=== design 1 ===
Design 1, selected gate families:
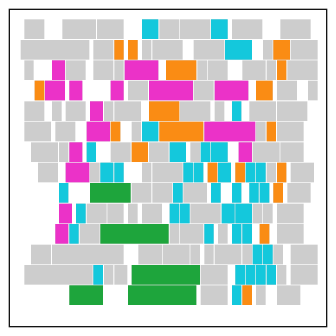

===== src/rtl/pipeline_hazard_ctrl.sv =====
// ---------------------------------------------------------------------------
// pipeline_hazard_ctrl
// Per-core stall/flush sequencer for the 5-stage pipeline registers and PC.
// Every cycle it chooses which stages advance, hold or take a bubble. The
// inputs are the cache handshakes, load-use hazards, EX-stage redirects and
// halt. It holds the memory-wait and halt-drain state machine.
//
// Ports
//   CLK, nRST                  clock, asynchronous active-low reset
//   ihit, dhit                 icache / dcache completion handshakes
//   dREN_mem, dWEN_mem         MEM stage load / store
//   dREN_ex, Rt_ex             EX stage load and its destination register
//   Rs_id, Rt_id               ID stage source registers
//   redirect_ex, halt_ex       EX stage control redirect / halt
//   pc_enable                  PC register load
//   enable_* / flush_*         pipeline register controls (flush wins)
//   halt                       sticky core-halted flag
//
// Optional feature (macro HAZARD_PERF_CNT_EN)
//   stall_cycles, flush_events saturating performance counters [CNT_W]
// ---------------------------------------------------------------------------
module pipeline_hazard_ctrl #(
    parameter int DRAIN_CYCLES = 2,
    parameter int CNT_W        = 32
) (
    input  logic             CLK,
    input  logic             nRST,
    input  logic             ihit,
    input  logic             dhit,
    input  logic             dREN_mem,
    input  logic             dWEN_mem,
    input  logic             dREN_ex,
    input  logic [4:0]       Rt_ex,
    input  logic [4:0]       Rs_id,
    input  logic [4:0]       Rt_id,
    input  logic             redirect_ex,
    input  logic             halt_ex,
    output logic             pc_enable,
    output logic             enable_ifid,
    output logic             flush_ifid,
    output logic             enable_idex,
    output logic             flush_idex,
    output logic             enable_exmem,
    output logic             flush_exmem,
    output logic             enable_memwb,
    output logic             flush_memwb,
    output logic             halt
`ifdef HAZARD_PERF_CNT_EN
    ,
    output logic [CNT_W-1:0] stall_cycles,
    output logic [CNT_W-1:0] flush_events
`endif
);

    localparam int CW = (DRAIN_CYCLES > 1) ? $clog2(DRAIN_CYCLES) : 1;

    // Control vector order:
    // {pc, en_ifid, fl_ifid, en_idex, fl_idex, en_exmem, fl_exmem, en_memwb, fl_memwb}
    localparam logic [8:0] V_IDLE  = 9'b000000000;
    localparam logic [8:0] V_STALL = 9'b000000001;  // freeze all, bubble into MEM/WB
    localparam logic [8:0] V_HOLD  = 9'b000111010;  // hold PC+IF/ID, bubble into ID/EX
    localparam logic [8:0] V_REDIR = 9'b111111010;  // load target, squash IF/ID and ID/EX
    localparam logic [8:0] V_MISS  = 9'b011101010;  // hold PC, bubble into IF/ID
    localparam logic [8:0] V_RUN   = 9'b110101010;

    typedef enum logic [1:0] {
        ST_RUN      = 2'd0,
        ST_MEM_WAIT = 2'd1,
        ST_DRAIN    = 2'd2,
        ST_HALTED   = 2'd3
    } state_t;

    state_t        state_r;
    state_t        state_nxt_s;
    logic [CW-1:0] cnt_r;
    logic [CW-1:0] cnt_nxt_s;
    logic [8:0]    ctrl_s;
    logic [8:0]    rule_vec_s;
    logic          rule_drain_s;
    logic          rule_redirect_s;
    logic          redirect_taken_s;
    logic          halt_s;
    logic          mem_stall_s;

    function automatic logic load_use_f(input logic       ren,
                                        input logic [4:0] rt,
                                        input logic [4:0] rs_src,
                                        input logic [4:0] rt_src);
        return ren & (rt != 5'd0) & ((rt == rs_src) | (rt == rt_src));
    endfunction

    assign mem_stall_s = (dREN_mem | dWEN_mem) & ~dhit;

    // Priority-ordered hazard rules used once no memory stall is pending.
    always_comb begin
        rule_vec_s      = V_RUN;
        rule_drain_s    = 1'b0;
        rule_redirect_s = 1'b0;
        if (halt_ex) begin
            rule_vec_s   = V_HOLD;
            rule_drain_s = 1'b1;
        end else if (redirect_ex) begin
            // Redirect overrides both the load-use hold and a pending fetch
            // because the younger instructions are squashed anyway.
            rule_vec_s      = V_REDIR;
            rule_redirect_s = 1'b1;
        end else if (load_use_f(dREN_ex, Rt_ex, Rs_id, Rt_id)) begin
            rule_vec_s = V_HOLD;
        end else if (!ihit) begin
            rule_vec_s = V_MISS;
        end else begin
            rule_vec_s = V_RUN;
        end
    end

    // Next-state, drain counter and pipeline control decode.
    always_comb begin
        ctrl_s           = V_IDLE;
        halt_s           = 1'b0;
        state_nxt_s      = state_r;
        cnt_nxt_s        = cnt_r;
        redirect_taken_s = 1'b0;
        if (!nRST) begin
            // Outputs stay at reset values while reset is asserted.
            state_nxt_s = ST_RUN;
        end else begin
            case (state_r)
                ST_RUN: begin
                    if (mem_stall_s) begin
                        ctrl_s      = V_STALL;
                        state_nxt_s = ST_MEM_WAIT;
                    end else begin
                        ctrl_s           = rule_vec_s;
                        redirect_taken_s = rule_redirect_s;
                        state_nxt_s      = rule_drain_s ? ST_DRAIN : ST_RUN;
                        cnt_nxt_s        = rule_drain_s ? CW'(DRAIN_CYCLES - 1) : cnt_r;
                    end
                end
                ST_MEM_WAIT: begin
                    // Only dhit releases the wait, even if memreq drops.
                    if (!dhit) begin
                        ctrl_s = V_STALL;
                    end else begin
                        ctrl_s           = rule_vec_s;
                        redirect_taken_s = rule_redirect_s;
                        state_nxt_s      = rule_drain_s ? ST_DRAIN : ST_RUN;
                        cnt_nxt_s        = rule_drain_s ? CW'(DRAIN_CYCLES - 1) : cnt_r;
                    end
                end
                ST_DRAIN: begin
                    if (mem_stall_s) begin
                        ctrl_s = V_STALL;
                    end else begin
                        ctrl_s = V_HOLD;
                        if (cnt_r == CW'(0)) begin
                            state_nxt_s = ST_HALTED;
                        end else begin
                            cnt_nxt_s = cnt_r - CW'(1);
                        end
                    end
                end
                ST_HALTED: begin
                    halt_s = 1'b1;
                end
                default: begin
                    state_nxt_s = ST_RUN;
                end
            endcase
        end
    end

    assign {pc_enable, enable_ifid, flush_ifid, enable_idex, flush_idex,
            enable_exmem, flush_exmem, enable_memwb, flush_memwb} = ctrl_s;
    assign halt = halt_s;

    // State and drain counter registers.
    always_ff @(posedge CLK or negedge nRST) begin
        if (!nRST) begin
            state_r <= ST_RUN;
            cnt_r   <= {CW{1'b0}};
        end else begin
            state_r <= state_nxt_s;
            cnt_r   <= cnt_nxt_s;
        end
    end

`ifdef HAZARD_PERF_CNT_EN
    logic stall_inc_s;

    assign stall_inc_s = ((state_r == ST_RUN) || (state_r == ST_MEM_WAIT)) && !ctrl_s[8];

    // Saturating stall-cycle and redirect-flush counters.
    always_ff @(posedge CLK or negedge nRST) begin
        if (!nRST) begin
            stall_cycles <= {CNT_W{1'b0}};
            flush_events <= {CNT_W{1'b0}};
        end else begin
            if (stall_inc_s && (stall_cycles != {CNT_W{1'b1}})) begin
                stall_cycles <= stall_cycles + {{(CNT_W-1){1'b0}}, 1'b1};
            end else begin
                stall_cycles <= stall_cycles;
            end
            if (redirect_taken_s && (flush_events != {CNT_W{1'b1}})) begin
                flush_events <= flush_events + {{(CNT_W-1){1'b0}}, 1'b1};
            end else begin
                flush_events <= flush_events;
            end
        end
    end
`endif

endmodule


===== config.mk =====
export PLATFORM = sky130hd
export DESIGN_NAME = pipeline_hazard_ctrl
export DESIGN_NICKNAME = d
export VERILOG_FILES = /design/src/rtl/pipeline_hazard_ctrl.sv
export SDC_FILE = /design/constraint.sdc
export NUM_CORES = 1
export LEC_CHECK = 0
export ABC_AREA = 1
export CAP_MARGIN = 20
export CORE_UTILIZATION = 38
export DETAILED_ROUTE_END_ITERATION = 8
export GPL_ROUTABILITY_DRIVEN = 0
export HOLD_SLACK_MARGIN = 0.1
export PLACE_DENSITY = 0.79
export SLEW_MARGIN = 20
export SYNTH_ARGS = -nofsm -noshare
export SYNTH_HDL_FRONTEND = slang
export SYNTH_SLANG_ARGS = --single-unit

===== constraint.sdc =====
create_clock -name CLK -period 1.7 [get_ports CLK]
set_clock_uncertainty 0.1 [all_clocks]
set_input_delay 0.255 -clock CLK [delete_from_list [all_inputs] [get_ports CLK]]
set_output_delay 0.255 -clock CLK [all_outputs]
set_load 0.02 [all_outputs]

=== design 2 ===
===== src/rtl/sw_pkg.sv =====
// -----------------------------------------------------------------------------
// sw_pkg
// Shared constants for the switch input path (sw_debounce and regSW).
//   SW_WIDTH     : number of switch bits, shared with regSW.
//   SW_DB_CYCLES : debounce length in synchronised cycles. Kept short for
//                  simulation; synthesis builds override it on sw_debounce.
// -----------------------------------------------------------------------------
package sw_pkg;

   localparam int SW_WIDTH     = 2;
   localparam int SW_DB_CYCLES = 4;

endpackage : sw_pkg


===== src/rtl/sw_debounce_bit.sv =====
// -----------------------------------------------------------------------------
// sw_debounce_bit
// One switch bit: two-flop synchroniser, disagreement counter and the
// debounced state bit.
//
// Ports:
//   clk_i  in   system clock, all state on rising edge
//   rst_i  in   asynchronous active-high reset
//   sw_i   in   raw asynchronous switch level
//   d_o    out  debounced level (registered)
//   upd_o  out  high in the cycle before d_o takes a new value, i.e. d_o
//               changes on the next edge (combinational)
//   busy_o out  counter non-zero, a change is pending (combinational)
// -----------------------------------------------------------------------------
module sw_debounce_bit
   import sw_pkg::*;
#(
   parameter int DB_CYCLES = SW_DB_CYCLES
) (
   input  logic clk_i,
   input  logic rst_i,
   input  logic sw_i,
   output logic d_o,
   output logic upd_o,
   output logic busy_o
);

   localparam int                CNT_W   = $clog2(DB_CYCLES);
   localparam logic [CNT_W-1:0]  CNT_MAX = CNT_W'(DB_CYCLES - 1);

   logic             s1_q;
   logic             s2_q;
   logic             d_q;
   logic             d_d;
   logic [CNT_W-1:0] cnt_q;
   logic [CNT_W-1:0] cnt_d;
   logic             upd;

   // Synchroniser kept as a bare flop chain so nothing sits between the
   // metastability-prone first stage and the second.
   // NOTE: sequential state uses non-blocking assignments so every flop
   // samples the pre-edge value of its neighbour, making s1 -> s2 a true
   // two-stage shift rather than a single flop.
   always_ff @(posedge clk_i or posedge rst_i) begin
      if (rst_i) begin
         s1_q <= 1'b0;
         s2_q <= 1'b0;
      end else begin
         s1_q <= sw_i;
         s2_q <= s1_q;
      end
   end

   // Counter runs only while the synchronised level disagrees with the
   // accepted level; any agreement (a bounce back) clears it, so the new
   // level must hold for DB_CYCLES consecutive cycles. The counter saturates
   // at CNT_MAX by accepting the level and clearing, so it never wraps.
   // NOTE: every output of this block gets a default first, so no path
   // leaves a signal unassigned and no latch is inferred.
   always_comb begin
      cnt_d = '0;
      d_d   = d_q;
      upd   = 1'b0;
      if (s2_q != d_q) begin
         if (cnt_q == CNT_MAX) begin
            d_d = s2_q;
            upd = 1'b1;
         end else begin
            cnt_d = cnt_q + CNT_W'(1);
         end
      end
   end

   always_ff @(posedge clk_i or posedge rst_i) begin
      if (rst_i) begin
         cnt_q <= '0;
         d_q   <= 1'b0;
      end else begin
         cnt_q <= cnt_d;
         d_q   <= d_d;
      end
   end

   assign d_o    = d_q;
   assign upd_o  = upd;
   assign busy_o = (cnt_q != '0);

endmodule : sw_debounce_bit


===== src/rtl/sw_debounce.sv =====
// -----------------------------------------------------------------------------
// sw_debounce
// Input conditioning for the switch register: synchronises and debounces each
// switch bit and presents the stable value with a one-cycle write strobe.
// d_o/wen_o connect straight to regSW d_i/wen_i, so regSW captures each
// accepted change on the following edge.
//
// Ports:
//   clk_i  in   system clock, all state on rising edge
//   rst_i  in   asynchronous active-high reset
//   sw_i   in   [WIDTH-1:0] raw asynchronous switch levels
//   d_o    out  [WIDTH-1:0] debounced switch value (registered)
//   wen_o  out  one-cycle pulse, high in the cycle d_o first shows a new value
//   busy_o out  high while any bit has a change pending
// -----------------------------------------------------------------------------
module sw_debounce
   import sw_pkg::*;
#(
   parameter int WIDTH     = SW_WIDTH,
   parameter int DB_CYCLES = SW_DB_CYCLES   // legal range 2..255
) (
   input  logic             clk_i,
   input  logic             rst_i,
   input  logic [WIDTH-1:0] sw_i,
   output logic [WIDTH-1:0] d_o,
   output logic             wen_o,
   output logic             busy_o
);

   logic [WIDTH-1:0] upd;
   logic [WIDTH-1:0] busy;
   logic             wen_q;

   for (genvar b = 0; b < WIDTH; b++) begin : g_bit
      sw_debounce_bit #(
         .DB_CYCLES (DB_CYCLES)
      ) u_bit (
         .clk_i  (clk_i),
         .rst_i  (rst_i),
         .sw_i   (sw_i[b]),
         .d_o    (d_o[b]),
         .upd_o  (upd[b]),
         .busy_o (busy[b])
      );
   end

   // upd is the "d_o changes on this edge" condition, so registering its OR
   // lines the strobe up with the cycle the new d_o is visible. Bits updating
   // together give one pulse; updates on consecutive edges keep it high.
   always_ff @(posedge clk_i or posedge rst_i) begin
      if (rst_i) begin
         wen_q <= 1'b0;
      end else begin
         wen_q <= |upd;
      end
   end

   assign wen_o  = wen_q;
   assign busy_o = |busy;

endmodule : sw_debounce

===== config.mk =====
export PLATFORM = sky130hd
export DESIGN_NAME = sw_debounce
export DESIGN_NICKNAME = d
export VERILOG_FILES = /design/src/rtl/sw_pkg.sv /design/src/rtl/sw_debounce_bit.sv /design/src/rtl/sw_debounce.sv
export SDC_FILE = /design/constraint.sdc
export NUM_CORES = 1
export LEC_CHECK = 0
export ABC_AREA = 1
export CORE_AREA = 10 10 47 49
export DETAILED_ROUTE_END_ITERATION = 8
export DIE_AREA = 0 0 57 59
export PLACE_DENSITY = 0.63
export SYNTH_ARGS = -nofsm -noshare
export SYNTH_HDL_FRONTEND = slang
export SYNTH_SLANG_ARGS = --single-unit

===== constraint.sdc =====
create_clock -name clk_i -period 0.9 [get_ports clk_i]
set_input_delay 0.225 -clock clk_i [delete_from_list [all_inputs] [get_ports clk_i]]
set_output_delay 0.225 -clock clk_i [all_outputs]
set_load 0.01 [all_outputs]

=== design 3 ===
==> config.mk <==
export PLATFORM = sky130hd
export DESIGN_NAME = usr_shift_reg
export DESIGN_NICKNAME = d
export VERILOG_FILES = /design/src/rtl/usr_pkg.sv /design/src/rtl/usr_shift_reg_mux4.sv /design/src/rtl/usr_shift_reg.sv
export SDC_FILE = /design/constraint.sdc
export NUM_CORES = 1
export LEC_CHECK = 0
export CORE_AREA = 2 2 39 41
export CTS_CLUSTER_DIAMETER = 120
export DETAILED_ROUTE_END_ITERATION = 12
export DIE_AREA = 0 0 41 43
export GPL_TIMING_DRIVEN = 0
export PLACE_DENSITY_LB_ADDON = 0.3
export SYNTH_ARGS = -nofsm -noshare
export SYNTH_HDL_FRONTEND = slang
export SYNTH_SLANG_ARGS = --single-unit
==> constraint.sdc <==
create_clock -name clk -period 2.6 [get_ports clk]
set_input_delay 0.26 -clock clk [delete_from_list [all_inputs] [get_ports clk]]
set_output_delay 0.26 -clock clk [all_outputs]
set_load 0.005 [all_outputs]
==> src/rtl/usr_pkg.sv <==
//------------------------------------------------------------------------------
// Module : usr_pkg
// Brief  : Shared mode and FSM state encodings for usr_shift_reg.
// Rev    : 1.0 initial release
//------------------------------------------------------------------------------
`default_nettype none

package usr_pkg;

    typedef enum logic [1:0] {
        MODE_HOLD = 2'b00,
        MODE_SHR  = 2'b01,
        MODE_SHL  = 2'b10,
        MODE_LOAD = 2'b11
    } mode_t;

    typedef enum logic [0:0] {
        ST_IDLE     = 1'b0,
        ST_SHIFTING = 1'b1
    } state_t;

endpackage : usr_pkg

`default_nettype wire

==> src/rtl/usr_shift_reg_mux4.sv <==
//------------------------------------------------------------------------------
// Module : mux4
// Brief  : 1-bit 4:1 mux selecting a register bit's next value by mode.
// Rev    : 1.0 initial release
//------------------------------------------------------------------------------
`default_nettype none

module mux4 (
    input  logic [1:0] sel,
    input  logic       in0,
    input  logic       in1,
    input  logic       in2,
    input  logic       in3,
    output logic       y
);

    always_comb begin
        y = in0;
        case (sel)
            2'b00:   y = in0;
            2'b01:   y = in1;
            2'b10:   y = in2;
            2'b11:   y = in3;
            default: y = in0;
        endcase
    end

endmodule : mux4

`default_nettype wire

==> src/rtl/usr_shift_reg.sv <==
//------------------------------------------------------------------------------
// Module : usr_shift_reg
// Brief  : Universal shift register (hold/shr/shl/load) with shift-count FSM.
//          Optional rotate mode enabled by defining USR_ROTATE_EN.
// Rev    : 1.0 initial release
//------------------------------------------------------------------------------
`default_nettype none

module usr_shift_reg
    import usr_pkg::*;
#(
    parameter int WIDTH = 4
) (
    input  logic             clk,
    input  logic             reset,
    input  logic             en,
    input  logic [1:0]       mode,
    input  logic             sin_r,
    input  logic             sin_l,
    input  logic [WIDTH-1:0] d,
    input  logic             rot,
    output logic [WIDTH-1:0] q,
    output logic             sout_r,
    output logic             sout_l,
    output logic             busy,
    output logic             done
);

    localparam int               c_cnt_w     = $clog2(WIDTH + 1);
    localparam logic [c_cnt_w-1:0] c_shift_max = c_cnt_w'(WIDTH);
    localparam logic [c_cnt_w-1:0] c_cnt_one   = c_cnt_w'(1);

    mode_t              w_mode;
    state_t             r_state;
    state_t             w_state_nxt;
    logic [c_cnt_w-1:0] r_count;
    logic [c_cnt_w-1:0] w_count_nxt;
    logic               r_done;
    logic               w_done_nxt;
    logic [WIDTH-1:0]   r_q;
    logic [WIDTH-1:0]   w_q_nxt;
    logic [WIDTH-1:0]   w_shr;
    logic [WIDTH-1:0]   w_shl;
    logic               w_sr_in;
    logic               w_sl_in;
    logic               w_is_shift;

    assign w_mode = mode_t'(mode);

`ifdef USR_ROTATE_EN
    assign w_sr_in = rot ? r_q[0]       : sin_r;
    assign w_sl_in = rot ? r_q[WIDTH-1] : sin_l;
`else
    logic w_unused_rot;
    assign w_unused_rot = rot;
    assign w_sr_in      = sin_r;
    assign w_sl_in      = sin_l;
`endif

    assign w_shr = {w_sr_in, r_q[WIDTH-1:1]};
    assign w_shl = {r_q[WIDTH-2:0], w_sl_in};

    for (genvar i = 0; i < WIDTH; i++) begin : g_bit
        mux4 u_mux4 (
            .sel (mode),
            .in0 (r_q[i]),
            .in1 (w_shr[i]),
            .in2 (w_shl[i]),
            .in3 (d[i]),
            .y   (w_q_nxt[i])
        );
    end

    assign w_is_shift = (w_mode == MODE_SHR) || (w_mode == MODE_SHL);

    // Count only advances in SHIFTING; shifts while IDLE move data but are not tracked.
    always_comb begin
        w_state_nxt = r_state;
        w_count_nxt = r_count;
        w_done_nxt  = 1'b0;
        if (en) begin
            case (r_state)
                ST_IDLE: begin
                    if (w_mode == MODE_LOAD) begin
                        w_state_nxt = ST_SHIFTING;
                        w_count_nxt = '0;
                    end
                end
                ST_SHIFTING: begin
                    if (w_mode == MODE_LOAD) begin
                        w_count_nxt = '0;
                    end else if (w_is_shift) begin
                        if ((r_count + c_cnt_one) == c_shift_max) begin
                            w_state_nxt = ST_IDLE;
                            w_count_nxt = '0;
                            w_done_nxt  = 1'b1;
                        end else begin
                            w_count_nxt = r_count + c_cnt_one;
                        end
                    end
                end
                default: begin
                    w_state_nxt = ST_IDLE;
                    w_count_nxt = '0;
                end
            endcase
        end
    end

    always_ff @(posedge clk) begin
        if (reset) begin
            r_state <= ST_IDLE;
            r_count <= '0;
            r_done  <= 1'b0;
            r_q     <= '0;
        end else begin
            r_done <= w_done_nxt;
            if (en) begin
                r_state <= w_state_nxt;
                r_count <= w_count_nxt;
                r_q     <= w_q_nxt;
            end
        end
    end

    assign q      = r_q;
    assign sout_r = r_q[0];
    assign sout_l = r_q[WIDTH-1];
    assign busy   = (r_state == ST_SHIFTING);
    assign done   = r_done;

endmodule : usr_shift_reg

`default_nettype wire

Design 3, clock wiring as the flow saved it:
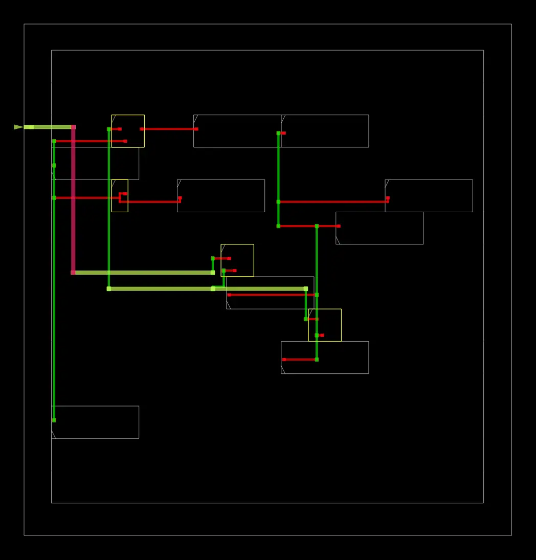
sinks on the clock net: 9
P_clk: 0.111 mW
Post-Route Skew: 0.00294 ns
Flops: 9

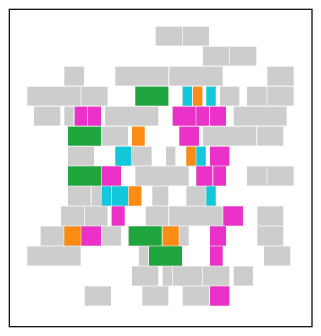
Design 3: selected gate families
legend:
  magenta:
    family: aoi and oai cells
    cells: 16
  green:
    family: fa/ha/maj cells
    cells: 5
  cyan:
    family: nand cells
    cells: 7
  orange:
    family: nor cells
    cells: 6
    where: center
most used logic cell in the final layout: clkdlybuf4s50_1
Comb area share: 39.4%
Non-Filler Instances: 100

==> reports/results.ini, design 3 <==
[global_route]
use_met3_pct = 6.28
busiest_layer = met2

[timing]
fmax_ghz = 0.568
timing.slew.headroom_pct = 79.3

[synth]
avgSynthCellArea_um2 = 8.78
ys_warn_count = 0
syn_area_um2 = 544

[floorplanning]
rows = 14
taps = 16

[outcome]
outcome = completed

[layout]
area_share_clock_buf_inv_pct = 3.41
nClkBuffers = 4
final_area_um2 = 771

[critical_path]
path_class = in -> reg
reg2reg_to = r_count[2]$_SDFFE_PP0P_
setup.worst_path.end = r_count[1]$_SDFFE_PP0P_
cp_num_buf_inv = 2

[drt]
drc_errors = 0
postRouteAntennaNets = 0

[pwr]
ir_drop_mv = 0.317

==> design 3: registers in the layout, indices dropped and copies added (netlist names) <==
name / flops
q: 4
busy: 1
r_count: 3
done: 1
==> design 3: power by group through the flow <==
stage / Combinational (mW) / Sequential, mW / Clock (mW)
floorplan: 0.0351 / 0.152 / 0
global route: 0.0839 / 0.151 / 0.118
finish: 0.0758 / 0.150 / 0.111
CTS: 0.0757 / 0.150 / 0.116
global placement: 0.0727 / 0.153 / 0
detailed placement: 0.0754 / 0.153 / 0
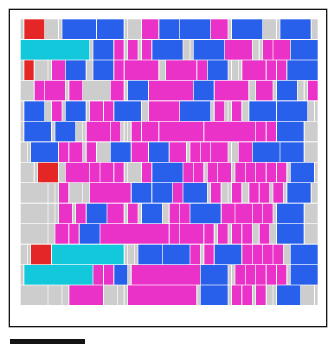
Design 1: cells colored by class
Scale bar: 10 um. Fill, decap, tap and diode cells in gray.
legend:
  cyan:
    class: sequential cells
    cells: 3
    share_of_their_area: 6.3%
  blue:
    class: remaining buffers and delay cells
    cells: 52
    share_of_their_area: 39%
  magenta:
    class: combinational and other logic
    cells: 108
    share_of_their_area: 52%
  red:
    class: clock drivers and dummy loads
    cells: 4
    share_of_their_area: 2.2%
final core utilization: 81.7%
Core ar.: 1510 um^2
Row Count: 14
sequential share of cell area: 6.20%
post-route cell area: 1230 um^2

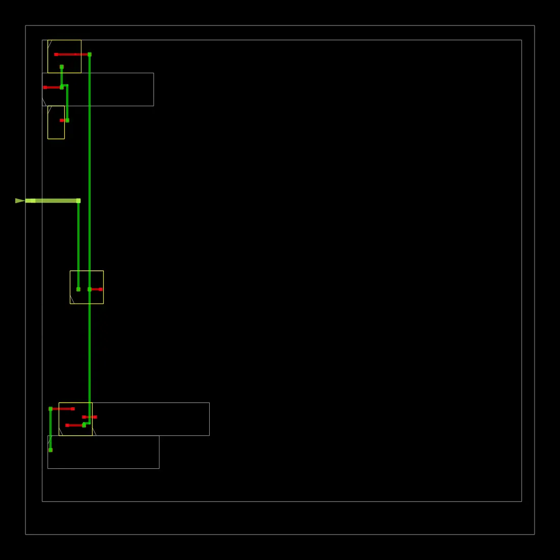
Design 1: clock wiring as the flow saved it
P_clk: 0.122 mW
sinks on the clock net: 3
clock buf count: 4
TritonCTS Buffers: 3
Flops: 3

About 'selected gate families' of design 1:
legend:
  orange:
    family: nor cells
    cells: 18
  green:
    family: fa/ha/maj cells
    cells: 5
    where: south
  magenta:
    family: aoi and oai cells
    cells: 15
  cyan:
    family: nand cells
    cells: 39

==> reports/results.ini, design 1 <==
[drt]
postRouteAntennaNets = 0
vias = 849
routedWlPerCell_um = 10.5
drc_errors = 0
dr.pass1.iters = 4
vias_per_cell = 4.64
routed_wl_um = 1920
initialDrtViolationCount = 13

[floorplanning]
die_h_um = 42
ioPinCount = 34
die_w_um = 42

[critical_path]
slowest_stage = dfrtp_1
critPathMaxFanout = 4
worst-r2r-cell-count = 11
regToRegSetupSlack_ns = 0.02
cp-startpoint = state_r[1]$_DFFE_PN0P_
crit_cells = 9
cp_num_buf_inv = 3
cp-start-kind = flip-flop
critPathTopFamily = flip-flops
worstPathRequired_ns = 1.34
reg2reg_to = state_r[1]$_DFFE_PN0P_

[pwr]
ir_drop_mv = 0.767
swShare_pct = 43.0
p_leak_nw = 0.658
p_int_mw = 0.721
powerComb_mw = 0.998
maxPowerGroup = combinational logic
p_per_area_nw_per_um2 = 1030

[synth]
yosysTopAreaCellShare_pct = 20.4
ys_sh_simple_pct = 37.9
yosysTopAreaCell = nand2_1
synth.area.mux_share_pct = 0
ys_warn_count = 0
top_cell = nand2_1
ys_chip_area_um2 = 608
yosysSeqAreaShare_pct = 12.3
ys_ff = 3
yosys_most_used_dff = dfrtp_1
synth_cell_types = 22

[outcome]
violations = negative setup slack
outcome = finished with violations

[timing]
drv_slew = 0
hold_slack_ns = 0.236
finalSetupViolations = 8
setup_tns_ns = -1.98
finalHoldViolCount = 0
setup_slack_ns = -0.282

[clock_tree]
holdBufCountCts = 0
post_cts_resized = 74
htree_num_levels = 1

[global_route]
overflow = 0
grt_usage_pct = 23.3
grt_max_degree = 7
grt_pass1_vias = 857

[layout]
lay_top_count = nand2_1
most-common-layout-cells = nand2_1, buf_4, inv_1
layout.nets = 197
fillCellCount = 105

[placement]
dp_hpwl_um = 1370
pre_cts_slack_ns = -0.688
placed_area_um2 = 1050
dpl.cell_count = 173

[min_path]
hold_path.class = in -> async

[design 1: layer usage]
metal  wire [um]  global-route usage, %  up-vias
li1            -                      -      447
met4          14                   13.5        0
met5           0                      0        -
met3          90                   3.02        2
met1         743                   23.3      372
met2        1070                   45.0       28
[design 1: area by class of cell]
class / instances / area share [%]
well taps: 16 / 1.63
repair buffers: 52 / 38.8
flip-flops and latches: 3 / 6.20
clock buffers: 4 / 2.13
multi-input cells: 80 / 42.5
inverters: 28 / 8.74
[design 1: sequential cells by signal, indices dropped and copies added, names as in the netlist]
signal,count
state_r,2
cnt_r,1
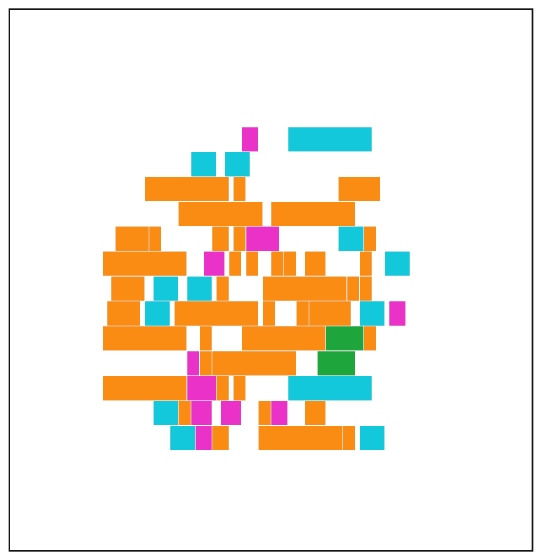
Design 2: cell sizes after repair
legend:
  magenta:
    size: _2 cells
    cells: 10
    share: 15%
  green:
    size: _6 and larger
    cells: 2
    share: 3.0%
  orange:
    size: _0 and _1 cells
    cells: 42
    share: 63%
  cyan:
    size: _3 and _4 cells
    cells: 13
    share: 19%

==> reports/results.ini, design 2 <==
[placement]
port_buffers = 7
globalplace.congestion = 0.695
placed_area_um2 = 607

[layout]
flops = 11
final_area_um2 = 672
n_all_inverters = 11
buffer_area_share_pct = 19.7
buffers = 17
logic_gate_count = 24
diodes = 0
utilization_pct = 47.9

[pwr]
p_comb_share_pct = 46.5
p_per_area_nw_per_um2 = 2840
p_clk_mw = 0.332

[timing]
setup_slack_ns = -0.354
drv_slew = 0
finalCriticalPeriod_ns = 1.25
fmax_ghz = 0.798
finalSetupViolations = 9
timing.slew.headroom_pct = 92.6

[job]
cap_violations = 0
warning_count = 30

[clock_tree]
post_cts_resized = 22
cts-root-buf = clkbuf_4
clkLatencyLatePin_ns = 0.27
cts_sinks = 11

[critical_path]
regToRegSetupSlack_ns = -0.23
cp-startpoint = g_bit[0].u_bit.cnt_q[0]$_DFF_PP0_
worstPathRequired_ns = 0.67
end_kind = output port
setup.worst_path.end = busy_o
reg2reg_from = g_bit[1].u_bit.cnt_q[1]$_DFF_PP0_

[floorplanning]
taps = 16
die_area_um2 = 3360
core_um2 = 1400
fp-utilization_pct = 33.3
ioPinCount = 8

[synth]
ys_ff = 11
ys_warn_count = 0
synth.area.mux_share_pct = 0
yosys_most_used_dff = dfrtp_1
syn_area_um2 = 467
synthCells = 48
ys_chip_area_um2 = 467
edf_count = 0

[drt]
dr.pass1.iters = 4
drc_errors = 0
top_layer = met3
wl_met2_um = 452
initialDrtViolationCount = 6
postRouteAntennaNets = 0
routed_wl_um = 842
wl_met1_um = 344

[global_route]
grt_pass1_vias = 333
grt_max_degree = 7
grt_pass1_wl_um = 1250

[outcome]
violations = negative setup slack
outcome = finished with violations

## design 2: critical path, cell delays in order (launching register included)
cell	delay, ns
dfrtp_1	0.38
inv_1	0.06
ha_1	0.15
nand2_1	0.05
buf_2	0.13
## design 2: sequential cells by signal, indices dropped and copies added (netlist names)
signal and count:
wen_o 1, g_bit.u_bit.s1_q 2, g_bit.u_bit.d_o 2, g_bit.u_bit.cnt_q 4, g_bit.u_bit.s2_q 2

==> layout pictures side by side <==
Signal wires on met2.
panel A
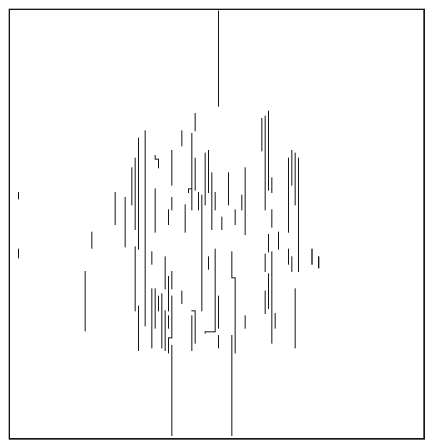
panel B
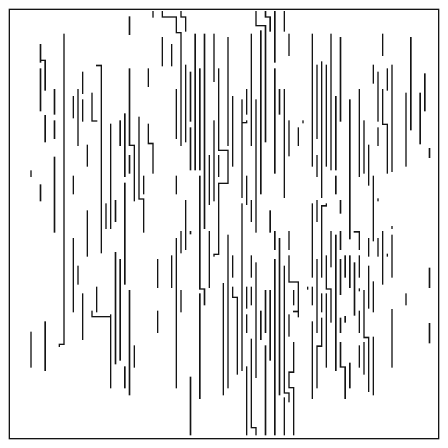
panel C
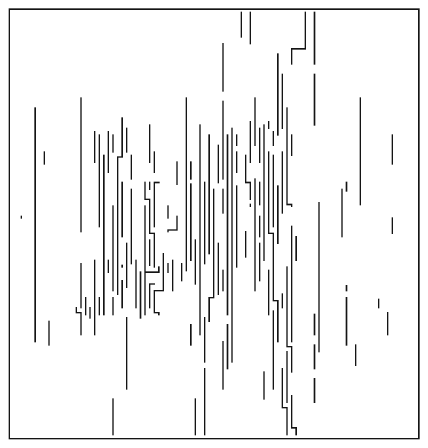
Panel A comes from design 2.
Panel C comes from design 3.
Panel B comes from design 1.


Power is estimated from default activity; no workload was simulated.
